# ---- block 1 ----
==> block_1/clock_nets.png <==
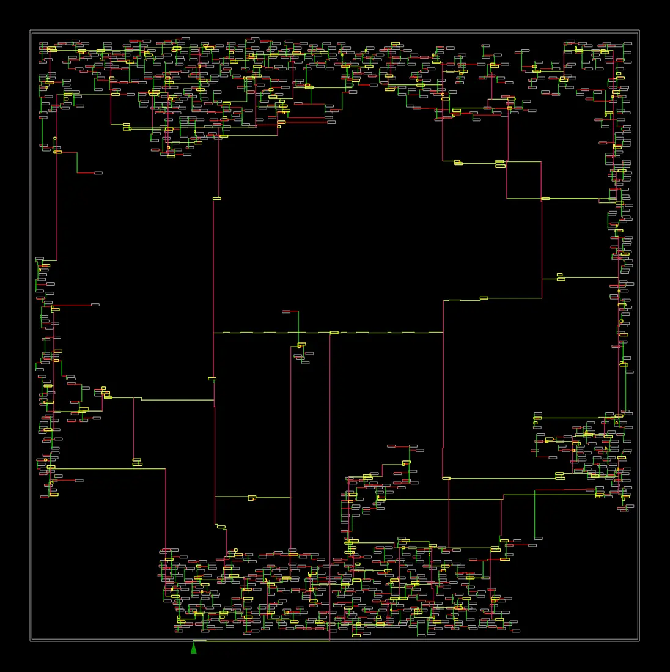

**src/rtl/axi_line_bridge.sv**
```systemverilog
// axi_line_bridge
//
// Single-port AXI4 master that moves whole cache lines for three clients:
// the icache refill path, the dcache refill path and the dcache write-back
// path. One INCR burst of 32-bit beats is in flight at a time. Read beats
// are shifted into a line buffer, and a victim line is shifted out of a
// separate write buffer.
//
// Ports
//   clk, rst                 : clock, asynchronous active-high reset
//   i_rreq/i_raddr           : icache refill request and address
//   i_rdone/i_rline          : icache completion pulse and refilled line
//   d_rreq/d_raddr           : dcache refill request and address
//   d_rdone/d_rline          : dcache refill completion pulse and line
//   d_wreq/d_waddr/d_wline   : dcache write-back request, address and line
//   d_wdone                  : dcache write-back completion pulse
//   ar*/r*/aw*/w*/b*         : AXI4 master channels (32-bit data)
//   axi_err                  : sticky error flag, cleared only by reset
//
// Every output is decoded from registered state only.

module axi_line_bridge #(
  parameter int LINE_WIDTH = 512
) (
  input  logic                  clk,
  input  logic                  rst,

  input  logic                  i_rreq,
  input  logic [31:0]           i_raddr,
  output logic                  i_rdone,
  output logic [LINE_WIDTH-1:0] i_rline,

  input  logic                  d_rreq,
  input  logic [31:0]           d_raddr,
  output logic                  d_rdone,
  output logic [LINE_WIDTH-1:0] d_rline,

  input  logic                  d_wreq,
  input  logic [31:0]           d_waddr,
  input  logic [LINE_WIDTH-1:0] d_wline,
  output logic                  d_wdone,

  output logic [31:0]           araddr,
  output logic [7:0]            arlen,
  output logic [2:0]            arsize,
  output logic [1:0]            arburst,
  output logic                  arvalid,
  input  logic                  arready,

  input  logic [31:0]           rdata,
  input  logic                  rlast,
  input  logic [1:0]            rresp,
  input  logic                  rvalid,
  output logic                  rready,

  output logic [31:0]           awaddr,
  output logic [7:0]            awlen,
  output logic [2:0]            awsize,
  output logic [1:0]            awburst,
  output logic                  awvalid,
  input  logic                  awready,

  output logic [31:0]           wdata,
  output logic [3:0]            wstrb,
  output logic                  wlast,
  output logic                  wvalid,
  input  logic                  wready,

  input  logic [1:0]            bresp,
  input  logic                  bvalid,
  output logic                  bready,

  output logic                  axi_err
);

  localparam int BEATS = LINE_WIDTH / 32;
  localparam int OFFS  = $clog2(LINE_WIDTH / 8);
  localparam logic [7:0] LAST_BEAT = 8'(BEATS - 1);
  localparam logic [31:0] ADDR_MASK = {{(32 - OFFS){1'b1}}, {OFFS{1'b0}}};

  localparam logic [2:0] S_IDLE = 3'd0;
  localparam logic [2:0] S_AR   = 3'd1;
  localparam logic [2:0] S_R    = 3'd2;
  localparam logic [2:0] S_AW   = 3'd3;
  localparam logic [2:0] S_W    = 3'd4;
  localparam logic [2:0] S_B    = 3'd5;
  localparam logic [2:0] S_DONE = 3'd6;

  localparam logic [1:0] OWN_IW = 2'd0;
  localparam logic [1:0] OWN_DR = 2'd1;
  localparam logic [1:0] OWN_DW = 2'd2;

  logic [2:0]            state;
  logic [1:0]            owner;
  logic [31:0]           addr;
  logic [LINE_WIDTH-1:0] rbuf;
  logic [LINE_WIDTH-1:0] wbuf;
  logic [7:0]            cnt;
  logic                  err;

  // Main sequencer. Arbitration only happens in IDLE, so a request that
  // changes or drops mid-transfer has no effect: address and victim line
  // were captured at grant. The write-back wins over both refills so the
  // victim reaches memory before any refill can read that line back.
  always_ff @(posedge clk or posedge rst) begin
    if (rst) begin
      state <= S_IDLE;
      owner <= OWN_IW;
      addr  <= '0;
      rbuf  <= '0;
      wbuf  <= '0;
      cnt   <= '0;
      err   <= 1'b0;
    end else begin
      case (state)
        S_IDLE: begin
          if (d_wreq) begin
            owner <= OWN_DW;
            addr  <= d_waddr & ADDR_MASK;
            wbuf  <= d_wline;
            rbuf  <= '0;
            cnt   <= '0;
            state <= S_AW;
          end else if (d_rreq) begin
            owner <= OWN_DR;
            addr  <= d_raddr & ADDR_MASK;
            rbuf  <= '0;
            cnt   <= '0;
            state <= S_AR;
          end else if (i_rreq) begin
            owner <= OWN_IW;
            addr  <= i_raddr & ADDR_MASK;
            rbuf  <= '0;
            cnt   <= '0;
            state <= S_AR;
          end
        end

        S_AR: begin
          if (arready) state <= S_R;
        end

        // rready is high for the whole of this state, so rvalid alone marks
        // an accepted beat. New beats enter at the top so that beat 0 has
        // drifted down to bits [31:0] once the burst is complete. A short or
        // long burst, or a bad response, is flagged but still ends at rlast.
        S_R: begin
          if (rvalid) begin
            rbuf <= {rdata, rbuf[LINE_WIDTH-1:32]};
            cnt  <= cnt + 8'd1;
            if ((rresp != 2'b00) || (rlast && (cnt != LAST_BEAT))) err <= 1'b1;
            if (rlast) state <= S_DONE;
          end
        end

        S_AW: begin
          if (awready) state <= S_W;
        end

        // The low word of the write buffer is always the beat on the bus;
        // it only advances when the slave takes it.
        S_W: begin
          if (wready) begin
            wbuf <= {32'h0, wbuf[LINE_WIDTH-1:32]};
            cnt  <= cnt + 8'd1;
            if (cnt == LAST_BEAT) state <= S_B;
          end
        end

        S_B: begin
          if (bvalid) begin
            if (bresp != 2'b00) err <= 1'b1;
            state <= S_DONE;
          end
        end

        S_DONE: state <= S_IDLE;

        default: state <= S_IDLE;
      endcase
    end
  end

  assign araddr  = addr;
  assign arlen   = LAST_BEAT;
  assign arsize  = 3'b010;
  assign arburst = 2'b01;
  assign arvalid = (state == S_AR);
  assign rready  = (state == S_R);

  assign awaddr  = addr;
  assign awlen   = LAST_BEAT;
  assign awsize  = 3'b010;
  assign awburst = 2'b01;
  assign awvalid = (state == S_AW);

  assign wdata   = wbuf[31:0];
  assign wstrb   = 4'hF;
  assign wvalid  = (state == S_W);
  assign wlast   = (state == S_W) && (cnt == LAST_BEAT);
  assign bready  = (state == S_B);

  assign i_rdone = (state == S_DONE) && (owner == OWN_IW);
  assign d_rdone = (state == S_DONE) && (owner == OWN_DR);
  assign d_wdone = (state == S_DONE) && (owner == OWN_DW);
  assign i_rline = rbuf;
  assign d_rline = rbuf;

  assign axi_err = err;

endmodule

```
**config.mk**
```make
export PLATFORM = sky130hd
export DESIGN_NAME = axi_line_bridge
export DESIGN_NICKNAME = d
export VERILOG_FILES = /design/src/rtl/axi_line_bridge.sv
export SDC_FILE = /design/constraint.sdc
export NUM_CORES = 2
export LEC_CHECK = 0
export ABC_AREA = 1
export CORE_AREA = 2 2 715 717
export DETAILED_ROUTE_END_ITERATION = 7
export DIE_AREA = 0 0 717 719
export HOLD_SLACK_MARGIN = 0.15
export SYNTH_ARGS = -nofsm -noshare
export SYNTH_HDL_FRONTEND = slang
export SYNTH_SLANG_ARGS = --single-unit
```
**constraint.sdc**
```tcl
create_clock -name clk -period 40 [get_ports clk]
set_input_delay 10 -clock clk [delete_from_list [all_inputs] [get_ports clk]]
set_output_delay 10 -clock clk [all_outputs]
set_load 0.02 [all_outputs]
```
# ---- block 2 ----
--- src/rtl/intersection_pkg.sv ---
// rtl/intersection_pkg.sv - phase codes, phase type and timer width shared by the intersection controller
package intersection_pkg;

    localparam int TIMER_W = 4;

    typedef enum logic [2:0] {
        NS_GREEN  = 3'd0,
        NS_YELLOW = 3'd1,
        PED_A     = 3'd2,
        EW_LEFT   = 3'd3,
        EW_GREEN  = 3'd4,
        EW_YELLOW = 3'd5,
        PED_B     = 3'd6,
        NS_LEFT   = 3'd7
    } phase_t;

    // Timer load value for a duration in ticks; a duration of 0 behaves as 1.
    function automatic logic [TIMER_W-1:0] dur_m1(input int ticks);
        if (ticks <= 1) return '0;
        return TIMER_W'(ticks - 1);
    endfunction

endpackage

--- src/rtl/intersection_fsm_if.sv ---
// rtl/intersection_fsm_if.sv - request inputs and phase outputs of the intersection sequencer
interface intersection_fsm_if;
    import intersection_pkg::*;

    logic               ped_req;
    logic [1:0]         left_req;
    phase_t             state_out;
    logic [TIMER_W-1:0] sec_left;
    logic               phase_start;

    modport master (
        output ped_req,
        output left_req,
        input  state_out,
        input  sec_left,
        input  phase_start
    );

    modport slave (
        input  ped_req,
        input  left_req,
        output state_out,
        output sec_left,
        output phase_start
    );

endinterface

--- src/rtl/intersection_fsm_tick_gen.sv ---
// rtl/intersection_fsm_tick_gen.sv - free-running TICK_DIV prescaler producing a one-cycle tick
module tick_gen #(
    parameter int TICK_DIV = 50_000_000
) (
    input  logic clk,
    input  logic reset,
    output logic tick
);

    localparam int CNT_W = (TICK_DIV > 1) ? $clog2(TICK_DIV) : 1;
    localparam logic [CNT_W-1:0] LAST = CNT_W'(TICK_DIV - 1);

    logic [CNT_W-1:0] cnt_q, cnt_d;

    assign tick = (cnt_q == LAST);

    always_comb begin
        cnt_d = cnt_q + 1'b1;
        if (tick) cnt_d = '0;
    end

    always_ff @(posedge clk) begin
        if (reset) cnt_q <= '0;
        else       cnt_q <= cnt_d;
    end

endmodule

--- src/rtl/intersection_fsm.sv ---
// rtl/intersection_fsm.sv - traffic phase sequencer with per-phase timers and request latches
// INTERSECTION_PED_REQ_EN: when defined, pedestrian phases are entered only on a latched request.
module intersection_fsm
    import intersection_pkg::*;
#(
    parameter int TICK_DIV = 50_000_000,
    parameter int T_GREEN  = 10,
    parameter int T_YELLOW = 3,
    parameter int T_PED    = 5,
    parameter int T_LEFT   = 4
) (
    input  logic                clk,
    input  logic                reset,
    intersection_fsm_if.slave   bus
);

    logic               tick;
    phase_t             state_q, state_d;
    logic [TIMER_W-1:0] timer_q, timer_d;
    logic [1:0]         left_pend_q, left_pend_d;
    logic               phase_start_q, phase_start_d;
    logic               rst_seen_q;
    logic               ped_pend;

    tick_gen #(.TICK_DIV(TICK_DIV)) u_tick (
        .clk   (clk),
        .reset (reset),
        .tick  (tick)
    );

    function automatic logic [TIMER_W-1:0] load_val(input phase_t p);
        case (p)
            NS_GREEN, EW_GREEN:   load_val = dur_m1(T_GREEN);
            NS_YELLOW, EW_YELLOW: load_val = dur_m1(T_YELLOW);
            PED_A, PED_B:         load_val = dur_m1(T_PED);
            default:              load_val = dur_m1(T_LEFT);
        endcase
    endfunction

`ifdef INTERSECTION_PED_REQ_EN
    logic ped_pend_q, ped_pend_d;

    // Served at the end of the first cycle of a walk phase; a press in that cycle is absorbed.
    always_comb begin
        ped_pend_d = ped_pend_q | bus.ped_req;
        if (phase_start_q && (state_q == PED_A || state_q == PED_B)) ped_pend_d = 1'b0;
    end

    always_ff @(posedge clk) begin
        if (reset) ped_pend_q <= 1'b0;
        else       ped_pend_q <= ped_pend_d;
    end

    assign ped_pend = ped_pend_q;
`else
    logic unused_ped_req;
    assign unused_ped_req = bus.ped_req;
    assign ped_pend       = 1'b1;
`endif

    always_comb begin
        state_d       = state_q;
        timer_d       = timer_q;
        phase_start_d = rst_seen_q;
        left_pend_d   = left_pend_q | bus.left_req;
        if (phase_start_q && state_q == EW_LEFT) left_pend_d[1] = 1'b0;
        if (phase_start_q && state_q == NS_LEFT) left_pend_d[0] = 1'b0;
        if (tick) begin
            if (timer_q == '0) begin
                // Skip decisions use latched requests only, never the live inputs.
                case (state_q)
                    NS_GREEN:  state_d = NS_YELLOW;
                    NS_YELLOW: state_d = ped_pend ? PED_A : (left_pend_q[1] ? EW_LEFT : EW_GREEN);
                    PED_A:     state_d = left_pend_q[1] ? EW_LEFT : EW_GREEN;
                    EW_LEFT:   state_d = EW_GREEN;
                    EW_GREEN:  state_d = EW_YELLOW;
                    EW_YELLOW: state_d = ped_pend ? PED_B : (left_pend_q[0] ? NS_LEFT : NS_GREEN);
                    PED_B:     state_d = left_pend_q[0] ? NS_LEFT : NS_GREEN;
                    default:   state_d = NS_GREEN;
                endcase
                timer_d       = load_val(state_d);
                phase_start_d = 1'b1;
            end else begin
                timer_d = timer_q - 1'b1;
            end
        end
    end

    always_ff @(posedge clk) begin
        if (reset) begin
            state_q       <= NS_GREEN;
            timer_q       <= load_val(NS_GREEN);
            left_pend_q   <= 2'b00;
            phase_start_q <= 1'b0;
            rst_seen_q    <= 1'b1;
        end else begin
            state_q       <= state_d;
            timer_q       <= timer_d;
            left_pend_q   <= left_pend_d;
            phase_start_q <= phase_start_d;
            rst_seen_q    <= 1'b0;
        end
    end

    assign bus.state_out   = state_q;
    assign bus.sec_left    = timer_q;
    assign bus.phase_start = phase_start_q;

endmodule
--- src/flat_wrapper.sv ---
// flat-port wrapper written by rule: the top's interface ports become plain ports
module intersection_fsm_flat import intersection_pkg::*;
#(
    parameter int TICK_DIV = 50_000_000,
    parameter int T_GREEN  = 10,
    parameter int T_YELLOW = 3,
    parameter int T_PED    = 5,
    parameter int T_LEFT   = 4
)
  (clk, reset, bus_ped_req, bus_left_req, bus_state_out, bus_sec_left, bus_phase_start);
  intersection_fsm_if bus_i ();
  input  logic clk;
  input  logic reset;
  input wire logic [$bits(bus_i.ped_req)-1:0] bus_ped_req;
  input wire logic [$bits(bus_i.left_req)-1:0] bus_left_req;
  output wire logic [$bits(bus_i.state_out)-1:0] bus_state_out;
  output wire logic [$bits(bus_i.sec_left)-1:0] bus_sec_left;
  output wire logic [$bits(bus_i.phase_start)-1:0] bus_phase_start;
  assign bus_i.ped_req = bus_ped_req;
  assign bus_i.left_req = bus_left_req;
  assign bus_state_out = bus_i.state_out;
  assign bus_sec_left = bus_i.sec_left;
  assign bus_phase_start = bus_i.phase_start;
  intersection_fsm #(.TICK_DIV(TICK_DIV), .T_GREEN(T_GREEN), .T_YELLOW(T_YELLOW), .T_PED(T_PED), .T_LEFT(T_LEFT)) u_core (.clk(clk), .reset(reset), .bus(bus_i));
endmodule
--- config.mk ---
export PLATFORM = sky130hd
export DESIGN_NAME = intersection_fsm_flat
export DESIGN_NICKNAME = d
export VERILOG_FILES = /design/src/rtl/intersection_pkg.sv /design/src/rtl/intersection_fsm_if.sv /design/src/rtl/intersection_fsm_tick_gen.sv /design/src/rtl/intersection_fsm.sv /design/src/flat_wrapper.sv
export SDC_FILE = /design/constraint.sdc
export NUM_CORES = 1
export LEC_CHECK = 0
export CAP_MARGIN = 10
export CORE_MARGIN = 2
export CORE_UTILIZATION = 60
export DETAILED_ROUTE_END_ITERATION = 8
export GPL_ROUTABILITY_DRIVEN = 0
export PLACE_DENSITY_LB_ADDON = 0.1
export SYNTH_ARGS = -nofsm -noshare
export SYNTH_HDL_FRONTEND = slang
export SYNTH_HIERARCHICAL = 1
export SYNTH_SLANG_ARGS = --single-unit
export TNS_END_PERCENT = 30
--- constraint.sdc ---
create_clock -name clk -period 6.05 [get_ports clk]
set_clock_uncertainty 0.2 [all_clocks]
set_input_delay 0.9075 -clock clk [delete_from_list [all_inputs] [get_ports clk]]
set_output_delay 0.9075 -clock clk [all_outputs]
set_load 0.01 [all_outputs]
# ---- block 3 ----
`config.mk`:
```
export PLATFORM = sky130hd
export DESIGN_NAME = control_unit
export DESIGN_NICKNAME = d
export VERILOG_FILES = /design/src/rtl/rv_ctrl_pkg.sv /design/src/rtl/control_decode.sv /design/src/rtl/control_unit.sv
export SDC_FILE = /design/constraint.sdc
export NUM_CORES = 1
export LEC_CHECK = 0
export CELL_PAD_IN_SITES_DETAIL_PLACEMENT = 0
export CELL_PAD_IN_SITES_GLOBAL_PLACEMENT = 2
export CORE_ASPECT_RATIO = 0.8
export CORE_MARGIN = 4
export CORE_UTILIZATION = 14
export DETAILED_ROUTE_END_ITERATION = 7
export PLACE_DENSITY = 0.83
export REMOVE_ABC_BUFFERS = 1
export SETUP_SLACK_MARGIN = 0.1
export SYNTH_ARGS = -nofsm -noshare
export SYNTH_HDL_FRONTEND = slang
export SYNTH_SLANG_ARGS = --single-unit
```
`constraint.sdc`:
```
create_clock -name clk -period 1.8 [get_ports clk]
set_clock_uncertainty 0.2 [all_clocks]
set_input_delay 0.36 -clock clk [delete_from_list [all_inputs] [get_ports clk]]
set_output_delay 0.36 -clock clk [all_outputs]
set_load 0.01 [all_outputs]
```
`src/rtl/rv_ctrl_pkg.sv`:
```
// ============================================================================
// Module      : rv_ctrl_pkg
// Description : Shared opcode, ALUOp and control-bundle definitions for the
//               ID-stage main control decoder.
// Revision    : 1.0 - initial release
// ============================================================================
`default_nettype none

package rv_ctrl_pkg;

    localparam logic [6:0] OP_LOAD   = 7'b0000011;
    localparam logic [6:0] OP_STORE  = 7'b0100011;
    localparam logic [6:0] OP_RTYPE  = 7'b0110011;
    localparam logic [6:0] OP_BRANCH = 7'b1100011;
    localparam logic [6:0] OP_IALU   = 7'b0010011;
    localparam logic [6:0] OP_NOP    = 7'b0000000;

    localparam logic [1:0] ALUOP_ADD = 2'b00;
    localparam logic [1:0] ALUOP_SUB = 2'b01;
    localparam logic [1:0] ALUOP_R   = 2'b10;
    localparam logic [1:0] ALUOP_I   = 2'b11;

    typedef struct packed {
        logic [1:0] alu_op;
        logic       alu_src;
        logic       branch;
        logic       mem_read;
        logic       mem_write;
        logic       reg_write;
        logic       mem_to_reg;
        logic       illegal;
    } ctrl_t;

    localparam ctrl_t CTRL_BUBBLE = '0;

endpackage

`default_nettype wire

```
`src/rtl/control_decode.sv`:
```
// ============================================================================
// Module      : control_decode
// Description : Purely combinational opcode -> control-bundle decoder.
// Revision    : 1.0 - initial release
// ============================================================================
`default_nettype none

module control_decode
    import rv_ctrl_pkg::*;
(
    input  logic [6:0] i_opcode,
    output ctrl_t      o_ctrl
);

    always_comb begin
        o_ctrl = CTRL_BUBBLE;
        case (i_opcode)
            OP_LOAD: begin
                o_ctrl.alu_op     = ALUOP_ADD;
                o_ctrl.alu_src    = 1'b1;
                o_ctrl.mem_read   = 1'b1;
                o_ctrl.reg_write  = 1'b1;
                o_ctrl.mem_to_reg = 1'b1;
            end
            OP_STORE: begin
                o_ctrl.alu_op    = ALUOP_ADD;
                o_ctrl.alu_src   = 1'b1;
                o_ctrl.mem_write = 1'b1;
            end
            OP_RTYPE: begin
                o_ctrl.alu_op    = ALUOP_R;
                o_ctrl.reg_write = 1'b1;
            end
            OP_BRANCH: begin
                o_ctrl.alu_op = ALUOP_SUB;
                o_ctrl.branch = 1'b1;
            end
            OP_IALU: begin
                o_ctrl.alu_op    = ALUOP_I;
                o_ctrl.alu_src   = 1'b1;
                o_ctrl.reg_write = 1'b1;
            end
            // The all-zero word is a pipeline bubble, not an illegal opcode.
            OP_NOP:  o_ctrl = CTRL_BUBBLE;
            default: o_ctrl.illegal = 1'b1;
        endcase
    end

endmodule

`default_nettype wire

```
`src/rtl/control_unit.sv`:
```
// ============================================================================
// Module      : control_unit
// Description : ID-stage main control decoder with ID/EX pipeline register,
//               stall-hold and flush-to-bubble (flush > stall > load).
// Revision    : 1.0 - initial release
// ============================================================================
`default_nettype none

module control_unit
    import rv_ctrl_pkg::*;
(
    input  logic        clk,
    input  logic        rst_n,
    input  logic [31:0] instruc,
    input  logic        stall,
    input  logic        flush,
    output logic [1:0]  ALUOp,
    output logic        ALUSrc,
    output logic        branch,
    output logic        mem_read,
    output logic        mem_write,
    output logic        reg_write,
    output logic        mem_to_reg,
    output logic        illegal
);

    ctrl_t w_dec;
    ctrl_t w_ctrl_d;
    ctrl_t r_ctrl_q;
    logic  w_unused_bits;

    // Only the opcode field steers the decode; the rest is deliberately dropped.
    assign w_unused_bits = ^instruc[31:7];

    control_decode u_decode (
        .i_opcode (instruc[6:0]),
        .o_ctrl   (w_dec)
    );

    always_comb begin
        w_ctrl_d = r_ctrl_q;
        if (flush) begin
            w_ctrl_d = CTRL_BUBBLE;
        end else if (!stall) begin
            w_ctrl_d = w_dec;
        end
    end

    always_ff @(posedge clk or negedge rst_n) begin
        if (!rst_n) begin
            r_ctrl_q <= CTRL_BUBBLE;
        end else begin
            r_ctrl_q <= w_ctrl_d;
        end
    end

    assign ALUOp      = r_ctrl_q.alu_op;
    assign ALUSrc     = r_ctrl_q.alu_src;
    assign branch     = r_ctrl_q.branch;
    assign mem_read   = r_ctrl_q.mem_read;
    assign mem_write  = r_ctrl_q.mem_write;
    assign reg_write  = r_ctrl_q.reg_write;
    assign mem_to_reg = r_ctrl_q.mem_to_reg;
    assign illegal    = r_ctrl_q.illegal;

endmodule

`default_nettype wire

```
# ---- block 4 ----
--- config.mk ---
export PLATFORM = sky130hd
export DESIGN_NAME = issue_scoreboard_n
export DESIGN_NICKNAME = d
export VERILOG_FILES = /design/src/rtl/issue_scoreboard_n.sv
export SDC_FILE = /design/constraint.sdc
export NUM_CORES = 1
export LEC_CHECK = 0
export CAP_MARGIN = 10
export CELL_PAD_IN_SITES_DETAIL_PLACEMENT = 1
export CELL_PAD_IN_SITES_GLOBAL_PLACEMENT = 1
export CORE_MARGIN = 3
export CORE_UTILIZATION = 35
export DETAILED_ROUTE_END_ITERATION = 16
export GPL_TIMING_DRIVEN = 0
export PLACE_DENSITY = 0.68
export SKIP_CTS_REPAIR_TIMING = 1
export SYNTH_ARGS = -nofsm -noshare
export SYNTH_HDL_FRONTEND = slang
export SYNTH_SLANG_ARGS = --single-unit
export TNS_END_PERCENT = 100
--- constraint.sdc ---
create_clock -name clk_i -period 12.3 [get_ports clk_i]
set_input_delay 2.46 -clock clk_i [delete_from_list [all_inputs] [get_ports clk_i]]
set_output_delay 2.46 -clock clk_i [all_outputs]
set_load 0.02 [all_outputs]
--- src/rtl/issue_scoreboard_n.sv ---
// issue_scoreboard_n
// Dual-issue decode/execute scoreboard with per-register pending-write
// counters. Decides in the same cycle whether slot 0 and slot 1 of the
// decode bundle may issue, and drives the fetch/decode stall controls.
//
// Ports:
//   clk_i, reset_i         clock, synchronous active-low reset
//   flush_i                kill the decode bundle this cycle
//   d0_*_i, d1_*_i         slot 0 / slot 1 fields (slot 1 is younger)
//   wb_en_i, wb_rd_i       write-back ports releasing pending writes
//   issue0_o, issue1_o     slot accepted into execute (combinational)
//   stall_F_o, stall_D_o   hold PC / hold whole decode bundle
//   split_D_o              slot 0 issued, slot 1 shifts down
//   stall_cycles_o         saturating count of decode stall cycles
//   underflow_err_o        sticky write-back-without-pending error
module issue_scoreboard_n #(
  parameter int NUM_REGS = 32,
  parameter int REG_AW   = 5,
  parameter int WB_PORTS = 2,
  parameter int CNT_W    = 2,
  parameter int STALL_W  = 32
) (
  input  logic                       clk_i,
  input  logic                       reset_i,
  input  logic                       flush_i,
  input  logic                       d0_valid_i,
  input  logic [REG_AW-1:0]          d0_rs1_i,
  input  logic [REG_AW-1:0]          d0_rs2_i,
  input  logic [REG_AW-1:0]          d0_rd_i,
  input  logic                       d0_rs1_en_i,
  input  logic                       d0_rs2_en_i,
  input  logic                       d0_writes_i,
  input  logic                       d1_valid_i,
  input  logic [REG_AW-1:0]          d1_rs1_i,
  input  logic [REG_AW-1:0]          d1_rs2_i,
  input  logic [REG_AW-1:0]          d1_rd_i,
  input  logic                       d1_rs1_en_i,
  input  logic                       d1_rs2_en_i,
  input  logic                       d1_writes_i,
  input  logic [WB_PORTS-1:0]        wb_en_i,
  input  logic [WB_PORTS*REG_AW-1:0] wb_rd_i,
  output logic                       issue0_o,
  output logic                       issue1_o,
  output logic                       stall_F_o,
  output logic                       stall_D_o,
  output logic                       split_D_o,
  output logic [STALL_W-1:0]         stall_cycles_o,
  output logic                       underflow_err_o
);

  localparam logic [CNT_W-1:0] CNT_MAX = {CNT_W{1'b1}};
  // Wide enough for cnt + 1 and for a decrement of up to WB_PORTS.
  localparam int SUM_W = CNT_W + $clog2(WB_PORTS + 1) + 1;

  logic [CNT_W-1:0]   cnt_q [NUM_REGS];
  logic [CNT_W-1:0]   cnt_d [NUM_REGS];
  logic [STALL_W-1:0] stall_q, stall_d;
  logic               uf_q, uf_d;

  logic               hz0, hz1, intra;
  logic               inc;
  logic [SUM_W-1:0]   sum, dec;

  // Register 0 and addresses beyond NUM_REGS read as never pending.
  function automatic logic [CNT_W-1:0] cnt_at(input logic [REG_AW-1:0] a);
    if (a == '0 || 32'(a) >= NUM_REGS) return '0;
    return cnt_q[a];
  endfunction

  function automatic logic busy(input logic [REG_AW-1:0] a);
    return cnt_at(a) != '0;
  endfunction

  always_comb begin
    hz0 = (d0_rs1_en_i && busy(d0_rs1_i)) ||
          (d0_rs2_en_i && busy(d0_rs2_i)) ||
          (d0_writes_i && d0_rd_i != '0 && cnt_at(d0_rd_i) == CNT_MAX);
    // Slot 1 may not read or rewrite what slot 0 writes in the same bundle.
    intra = d0_writes_i && d0_rd_i != '0 &&
            ((d1_rs1_en_i && d1_rs1_i == d0_rd_i) ||
             (d1_rs2_en_i && d1_rs2_i == d0_rd_i) ||
             (d1_writes_i && d1_rd_i  == d0_rd_i));
    hz1 = (d1_rs1_en_i && busy(d1_rs1_i)) ||
          (d1_rs2_en_i && busy(d1_rs2_i)) ||
          (d1_writes_i && d1_rd_i != '0 && cnt_at(d1_rd_i) == CNT_MAX) ||
          intra;
  end

  assign issue0_o  = reset_i && !flush_i && d0_valid_i && !hz0;
  assign issue1_o  = issue0_o && d1_valid_i && !hz1;
  assign stall_D_o = reset_i && !flush_i && d0_valid_i && !issue0_o;
  assign split_D_o = issue0_o && d1_valid_i && !issue1_o;
  assign stall_F_o = stall_D_o || split_D_o;

  always_comb begin
    cnt_d    = cnt_q;
    uf_d     = uf_q;
    inc      = 1'b0;
    sum      = '0;
    dec      = '0;
    cnt_d[0] = '0;
    for (int r = 1; r < NUM_REGS; r++) begin
      inc = (issue0_o && d0_writes_i && d0_rd_i == REG_AW'(r)) ||
            (issue1_o && d1_writes_i && d1_rd_i == REG_AW'(r));
      dec = '0;
      for (int k = 0; k < WB_PORTS; k++) begin
        if (wb_en_i[k] && wb_rd_i[k*REG_AW +: REG_AW] == REG_AW'(r))
          dec = dec + SUM_W'(1);
      end
      sum = SUM_W'(cnt_q[r]) + SUM_W'(inc);
      if (dec > sum) begin
        cnt_d[r] = '0;
        uf_d     = 1'b1;
      end else begin
        cnt_d[r] = CNT_W'(sum - dec);
      end
    end
  end

  always_comb begin
    stall_d = stall_q;
    if (stall_D_o && stall_q != {STALL_W{1'b1}})
      stall_d = stall_q + STALL_W'(1);
  end

  always_ff @(posedge clk_i) begin
    if (!reset_i) begin
      for (int r = 0; r < NUM_REGS; r++) cnt_q[r] <= '0;
      stall_q <= '0;
      uf_q    <= 1'b0;
    end else begin
      cnt_q   <= cnt_d;
      stall_q <= stall_d;
      uf_q    <= uf_d;
    end
  end

  assign stall_cycles_o  = stall_q;
  assign underflow_err_o = uf_q;

endmodule

==> block_3/clock_nets.png <==
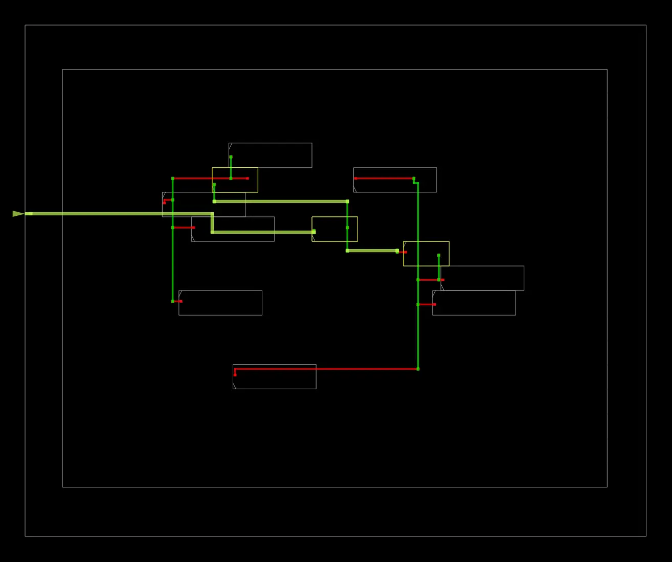
power in the clock group: 216 uW
clock sink total: 8
count of clock buffers in the final design: 3
count of flip-flops and latches: 8

==> impl_metrics.xml, block 3 <==
<?xml version="1.0" encoding="UTF-8"?>
<metrics>
  <group name="worst_setup_path">
    <metric name="critical_path_cell_count" unit="">1</metric>
    <metric name="critPathKind" unit="">reg -&gt; out</metric>
    <metric name="cp-end-kind" unit="">output port</metric>
  </group>
  <group name="synthesis">
    <metric name="muxShareOfSynthArea" unit="">0</metric>
    <metric name="complex_gate_fraction_of_the_synthesized_area" unit="">0.1848</metric>
    <metric name="post_synth_most_frequent_cells" unit="">dfrtp_1, nand2_1, nor2_1</metric>
    <metric name="synthesis.area" unit="sq um">412.9</metric>
    <metric name="yosysMostFrequentCell" unit="">dfrtp_1</metric>
    <metric name="count_of_library_flops_with_an_enable_pin" unit="">0</metric>
    <metric name="synth.top_cells.by_area" unit="">dfrtp_1, a32oi_1, nand2_1</metric>
    <metric name="syn-instance-count" unit="">41</metric>
  </group>
  <group name="finish">
    <metric name="largest_register_ffs" unit="">2</metric>
    <metric name="finalCoreUtilization" unit="">0.2645</metric>
    <metric name="final-clk-cell-share" unit="">0.05603</metric>
    <metric name="layout_top_cell" unit="">clkdlybuf4s50_1</metric>
    <metric name="post-route-cell-area" unit="sq um">737.0</metric>
    <metric name="nNonClkBuffers" unit="">25</metric>
  </group>
  <group name="placement">
    <metric name="hpwl" unit="um">973.9</metric>
    <metric name="placed_area" unit="sq um">680.7</metric>
    <metric name="dpl_worst_slack" unit="ns">-0.1279</metric>
  </group>
  <group name="cts">
    <metric name="cts_hold_fix_bufs" unit="">0</metric>
    <metric name="cts_buffer_depth" unit="">2</metric>
  </group>
  <group name="outcome">
    <metric name="run_status" unit="">finished clean</metric>
  </group>
  <group name="detailed_routing">
    <metric name="ant_nets" unit="">0</metric>
  </group>
  <group name="timing">
    <metric name="worst_slack" unit="ns">0.1207</metric>
  </group>
  <group name="power">
    <metric name="leakage" unit="uW">0.0003663</metric>
    <metric name="pwr_density_cell" unit="nW/um^2">641.4</metric>
  </group>
  <group name="global_route">
    <metric name="grtUsageTotal" unit="">0.06809</metric>
    <metric name="grt_antenna_before_repair" unit="">0</metric>
    <metric name="grt_start_max_net_pins" unit="">9</metric>
  </group>
</metrics>
==> block 3: layer usage <==
| metal | global-route usage | vias to the layer above | part of all wire |
|---|---|---|---|
| li1 | - | 205 | - |
| met1 | 0.07655 | 205 | 0.43 |
| met2 | 0.1034 | 13 | 0.50 |
| met3 | 0.04800 | 0 | 0.071 |
| met4 | 0.01667 | 0 | 0 |
| met5 | 0 | - | 0 |
==> block 3: power by group <==
group | switching [uW] | internal [uW]
Combinational | 32.1 | 40.3
Sequential | 1.12 | 183
Clock | 71.2 | 145
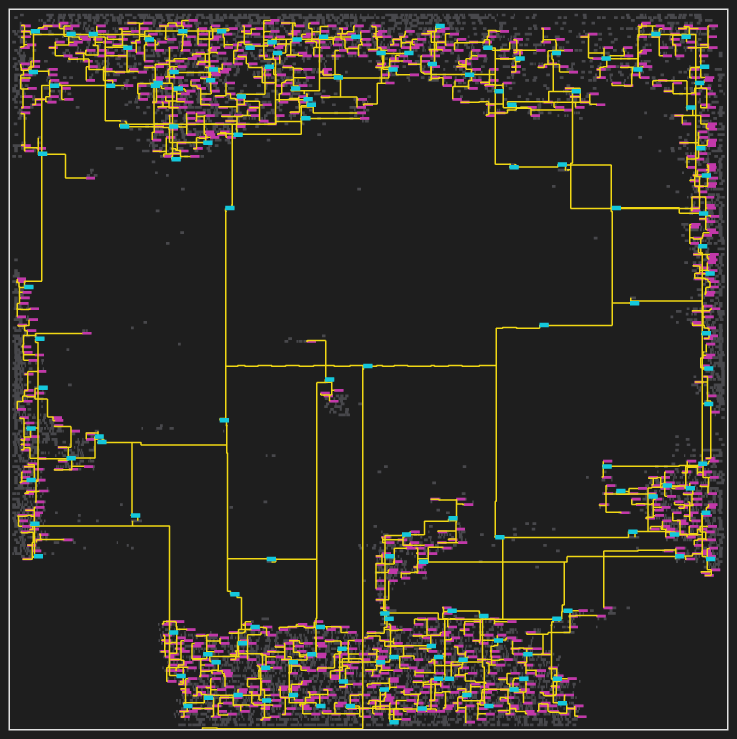
(block_1/clock_wires.png)
Drawn at 1 px/um.
Cyan is clock-net drivers, count 143. Magenta is flip-flops, count 1064. Yellow is clock wires, length 20.6 mm.
There are 144 routed clock nets. Position of the flops: spread over the die.

Notes on block_1/clock_nets.png above:
cts bufs inserted: 143
maximum clock skew at final layout: 0.09831 ns
power in the clock group: 1370 uW
Latency at later pin: 0.90 ns
count of clock buffers in the final design: 197

==> impl_metrics.xml, block 1 <==
<?xml version="1.0" encoding="UTF-8"?>
<metrics>
  <group name="synthesis">
    <metric name="syn-instance-count" unit="">6362</metric>
    <metric name="synth_seq_share" unit="">0.5117</metric>
    <metric name="yosys_register_bits" unit="">1064</metric>
    <metric name="yosysMostFrequentCell" unit="">o21ai_0</metric>
    <metric name="post_synth_most_frequent_cells" unit="">o21ai_0, dfrtp_1, inv_1</metric>
    <metric name="per_instance_average_area_after_synthesis" unit="sq um">8.178</metric>
  </group>
  <group name="worst_setup_path">
    <metric name="cp-end-kind" unit="">flop</metric>
  </group>
  <group name="finish">
    <metric name="layout.area.comb" unit="sq um">15140</metric>
    <metric name="dominant-cell-class" unit="">registers</metric>
    <metric name="seqCellArea" unit="sq um">26630</metric>
    <metric name="nonClockInverterCount" unit="">1039</metric>
  </group>
  <group name="power">
    <metric name="internal_power" unit="uW">2631</metric>
    <metric name="power.sequential.fraction" unit="">0.331</metric>
  </group>
  <group name="cts">
    <metric name="cts_resized" unit="">0</metric>
  </group>
  <group name="floorplanning">
    <metric name="dieWidth" unit="um">717</metric>
  </group>
  <group name="outcome">
    <metric name="run_status" unit="">finished clean</metric>
  </group>
  <group name="placement">
    <metric name="placed_area" unit="sq um">72280</metric>
  </group>
  <group name="global_route">
    <metric name="grt_start_max_net_pins" unit="">248</metric>
  </group>
</metrics>
==> block 1: cell families after synthesis <==
logic type	after synthesis	share of synthesized area
and+or+nand+nor	1648	0.1334
adders and majority gates	1	0.0002404
DFF	1064	0.5117
buffers and inverters	2059	0.2006
other	2	0.0001443
AOI/OAI and AO/OA	1588	0.1539
==> block 1: sequential cells by signal, indices dropped and copies added (netlist names) <==
| name | count |
|---|---|
| araddr | 26 |
| axi_err | 1 |
| cnt | 8 |
| d_rline | 512 |
| owner | 2 |
| state | 3 |
| wbuf | 512 |
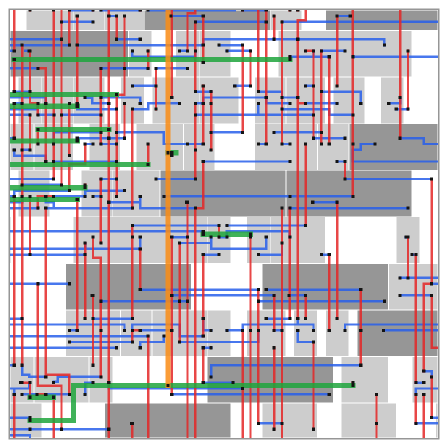
(block_2/closeup.png)
Region (17, 17) to (42, 42) um. Cells in grey, sequential cells in the stronger grey; small squares are vias.
Orange is M4. Red is M2. Green is M3. Blue is M1.
52 logic cells have their middle in the window. Netlist names of flops here include u_core/u_tick/cnt_q (7). Most frequent: dfxtp_1 (9), nand2_1 (6). Sequential cells in the window: 9.

==> impl_metrics.xml, block 2 <==
<?xml version="1.0" encoding="UTF-8"?>
<metrics>
  <group name="outcome">
    <metric name="run_status" unit="">finished clean</metric>
  </group>
  <group name="min_path">
    <metric name="hp-start" unit="">u_core/rst_seen_q$_DFF_P_</metric>
  </group>
  <group name="synthesis">
    <metric name="simple_gate_share" unit="">0.2931</metric>
    <metric name="complex_gate_fraction_of_the_synthesized_area" unit="">0.1647</metric>
    <metric name="muxShareOfSynthArea" unit="">0.01373</metric>
    <metric name="synth.comb.largest_family" unit="">simple AND/OR/NAND/NOR gates</metric>
    <metric name="yosys.area_share.adder" unit="">0.01373</metric>
    <metric name="syn-instance-count" unit="">210</metric>
  </group>
  <group name="placement">
    <metric name="port_buffers" unit="">11</metric>
  </group>
  <group name="power">
    <metric name="power.total" unit="uW">443.0</metric>
  </group>
  <group name="detailed_routing">
    <metric name="dr_wl_met2" unit="um">1766</metric>
    <metric name="ant_nets" unit="">0</metric>
    <metric name="highest-signal-layer" unit="">met4</metric>
  </group>
  <group name="worst_setup_path">
    <metric name="delay_of_the_slowest_critical_path_stage" unit="ns">0.73</metric>
    <metric name="cp.buffers_inverters" unit="">0</metric>
    <metric name="required" unit="ns">6.11</metric>
    <metric name="worstRegToRegCells" unit="">7</metric>
    <metric name="setup.reg_to_reg.worst_slack" unit="ns">2.79</metric>
  </group>
  <group name="finish">
    <metric name="antenna_cells" unit="">0</metric>
    <metric name="final-nonclk-buf-share" unit="">0.05473</metric>
  </group>
  <group name="floorplanning">
    <metric name="floorplan.tapcells" unit="">33</metric>
    <metric name="die.size.y" unit="um">59.12</metric>
  </group>
  <group name="global_route">
    <metric name="grt_pass1_vias" unit="">1469</metric>
  </group>
  <group name="timing">
    <metric name="report.final.slew_viol_count" unit="">0</metric>
  </group>
  <group name="cts">
    <metric name="cts-buffers-inserted" unit="">5</metric>
  </group>
</metrics>
[block 2: stage by stage]
| stage | hold WS (ns) | utilization | worst slack (ns) |
|---|---|---|---|
| 6_report | 0.2705 | 0.6756 | 2.794 |
| 5_1_grt | 0.2857 | 0.6756 | 2.560 |
| 4_1_cts | 0.2800 | 0.6756 | 2.809 |
| 3_5_place_dp | 0.2531 | 0.6475 | 2.820 |
| 3_3_place_gp | 0.2292 | 0.6475 | 2.838 |
| 2_1_floorplan | 0.2161 | - | 3.450 |
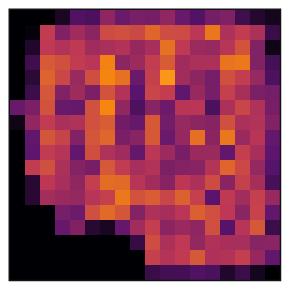
(block_4/util_map.png)
Drawn at 1.5 px/um. The die is cut into 18 by 18 equal tiles; black is low, pale yellow is high, 0 to 100% covered.
14% of the tiles are nearly empty. The mean over all tiles is 36%. 0.30% of the tiles are over 75% full. The fullest tile reaches 78%. The densest ninth of the die: north.
Floorplan Core Area: 29720 sq um
share of the core filled by cells before placement: 0.3561
post-route core utilization: 0.4083

==> impl_metrics.xml, block 4 <==
<?xml version="1.0" encoding="UTF-8"?>
<metrics>
  <group name="outcome">
    <metric name="run_status" unit="">finished clean</metric>
  </group>
  <group name="finish">
    <metric name="lay_top_cells" unit="">ha_1, nor2_1, nand2_1</metric>
    <metric name="dominant-cell-class" unit="">logic gates</metric>
  </group>
  <group name="synthesis">
    <metric name="post_synth_most_frequent_cells" unit="">ha_1, nor2_1, nand2_1</metric>
    <metric name="synth.comb.largest_family" unit="">simple AND/OR/NAND/NOR gates</metric>
    <metric name="synthesis.nets" unit="">1590</metric>
    <metric name="synth-area-yosys" unit="sq um">10580</metric>
    <metric name="per_instance_average_area_after_synthesis" unit="sq um">7.839</metric>
    <metric name="largest_area_cell" unit="">ha_1</metric>
    <metric name="syn-instance-count" unit="">1350</metric>
    <metric name="ys_cells" unit="">1350</metric>
  </group>
  <group name="global_route">
    <metric name="grtUsageTotal" unit="">0.2341</metric>
    <metric name="grt_pass1_vias" unit="">10440</metric>
    <metric name="grt_start_max_net_pins" unit="">20</metric>
    <metric name="grt_util_met3" unit="">0.02995</metric>
  </group>
  <group name="min_path">
    <metric name="worst_case_hold_path_end_point" unit="">stall_cycles_o[27]$_SDFFE_PN0P_</metric>
    <metric name="hp-start" unit="">stall_cycles_o[27]$_SDFFE_PN0P_</metric>
  </group>
  <group name="worst_setup_path">
    <metric name="setup.worst_path.end" unit="">stall_F_o</metric>
    <metric name="timing.critical_path.cells" unit="">clkdlybuf4s50_1 &gt; buf_2 &gt; a2111oi_0 &gt; a31oi_1 &gt; a21oi_1 &gt; a2111oi_0 &gt; o311a_4 &gt; buf_6 &gt; nand2_1 &gt; o31ai_1 &gt; clkdlybuf4s50_1</metric>
  </group>
  <group name="power">
    <metric name="combPwrFrac" unit="">0.249</metric>
  </group>
  <group name="cts">
    <metric name="clock_insertion_delay_worst_skew" unit="ns">0.38</metric>
  </group>
</metrics>
[block 4: metrics by stage]
stage	worst slack, ns	cell area [sq um]	hold slack, ns
4_1_cts	3.515	12130	0.5010
2_1_floorplan	5.071	10580	0.5430
3_5_place_dp	3.529	11840	0.4877
5_1_grt	3.246	12130	0.5316
6_report	3.495	12130	0.4996
3_3_place_gp	3.444	11830	0.4731
[block 4: registers in the layout, indices dropped and copies added, names as in the netlist]
| signal | flops |
|---|---|
| cnt_q | 62 |
| stall_cycles_o | 32 |
| underflow_err_o | 1 |

==> notes/layouts.md <==
Pictures saved along the way, in no particular order.

Cells coloured by class.
Plate I
Drawn at 2 px/um. Fill, decap, tap and diode cells in grey.
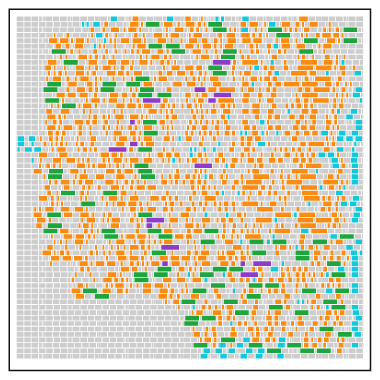
Plate II
Drawn at 1 px/um. Fill, decap, tap and diode cells in grey.
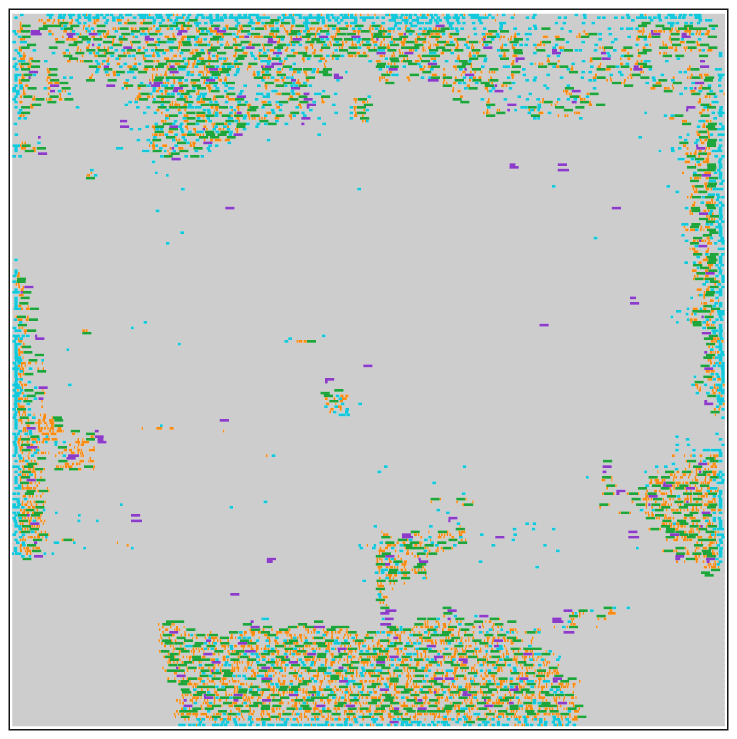
Plate III
Drawn at 6 px/um. Fill, decap, tap and diode cells in grey.
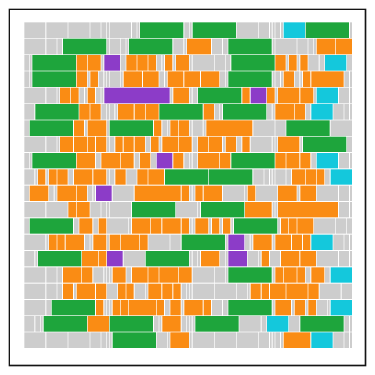
Plate IV
Drawn at 6 px/um. Fill, decap, tap and diode cells in grey.
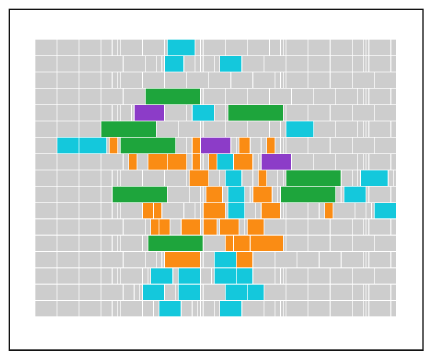
For block 3, see Plate IV.
For block 2, see Plate III.
For block 1, see Plate II.
For block 4, see Plate I.



==> layout pictures side by side <==
Clock network drawn from the DEF.
panel A
Drawn at 8 px/um.
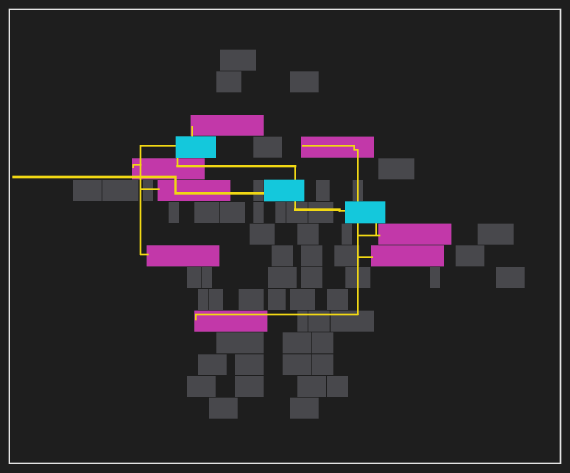
panel B
Drawn at 3 px/um.
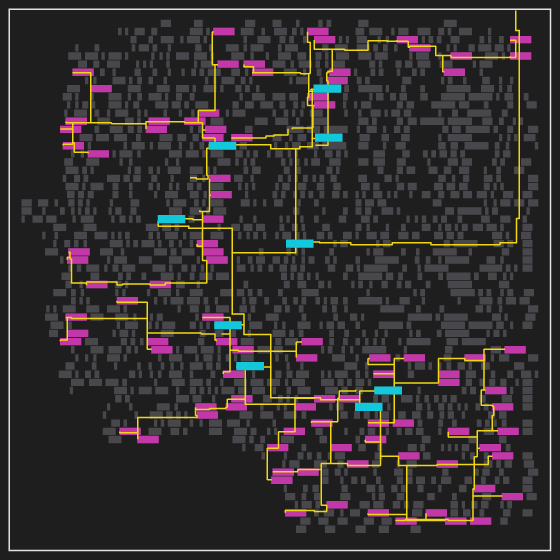
panel C
Drawn at 10 px/um.
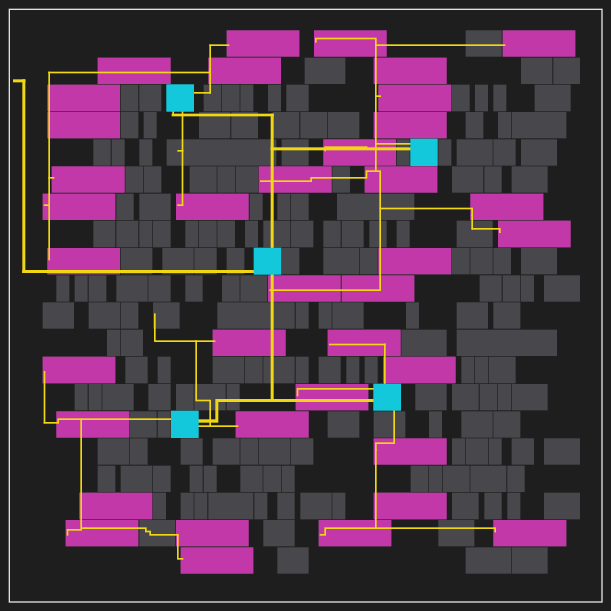
Of these, largest die: panel B
Of these, most sequential cells: panel B
- block 4 = panel B
- block 3 = panel A
- block 2 = panel C

Power is estimated from default activity; no workload was simulated.
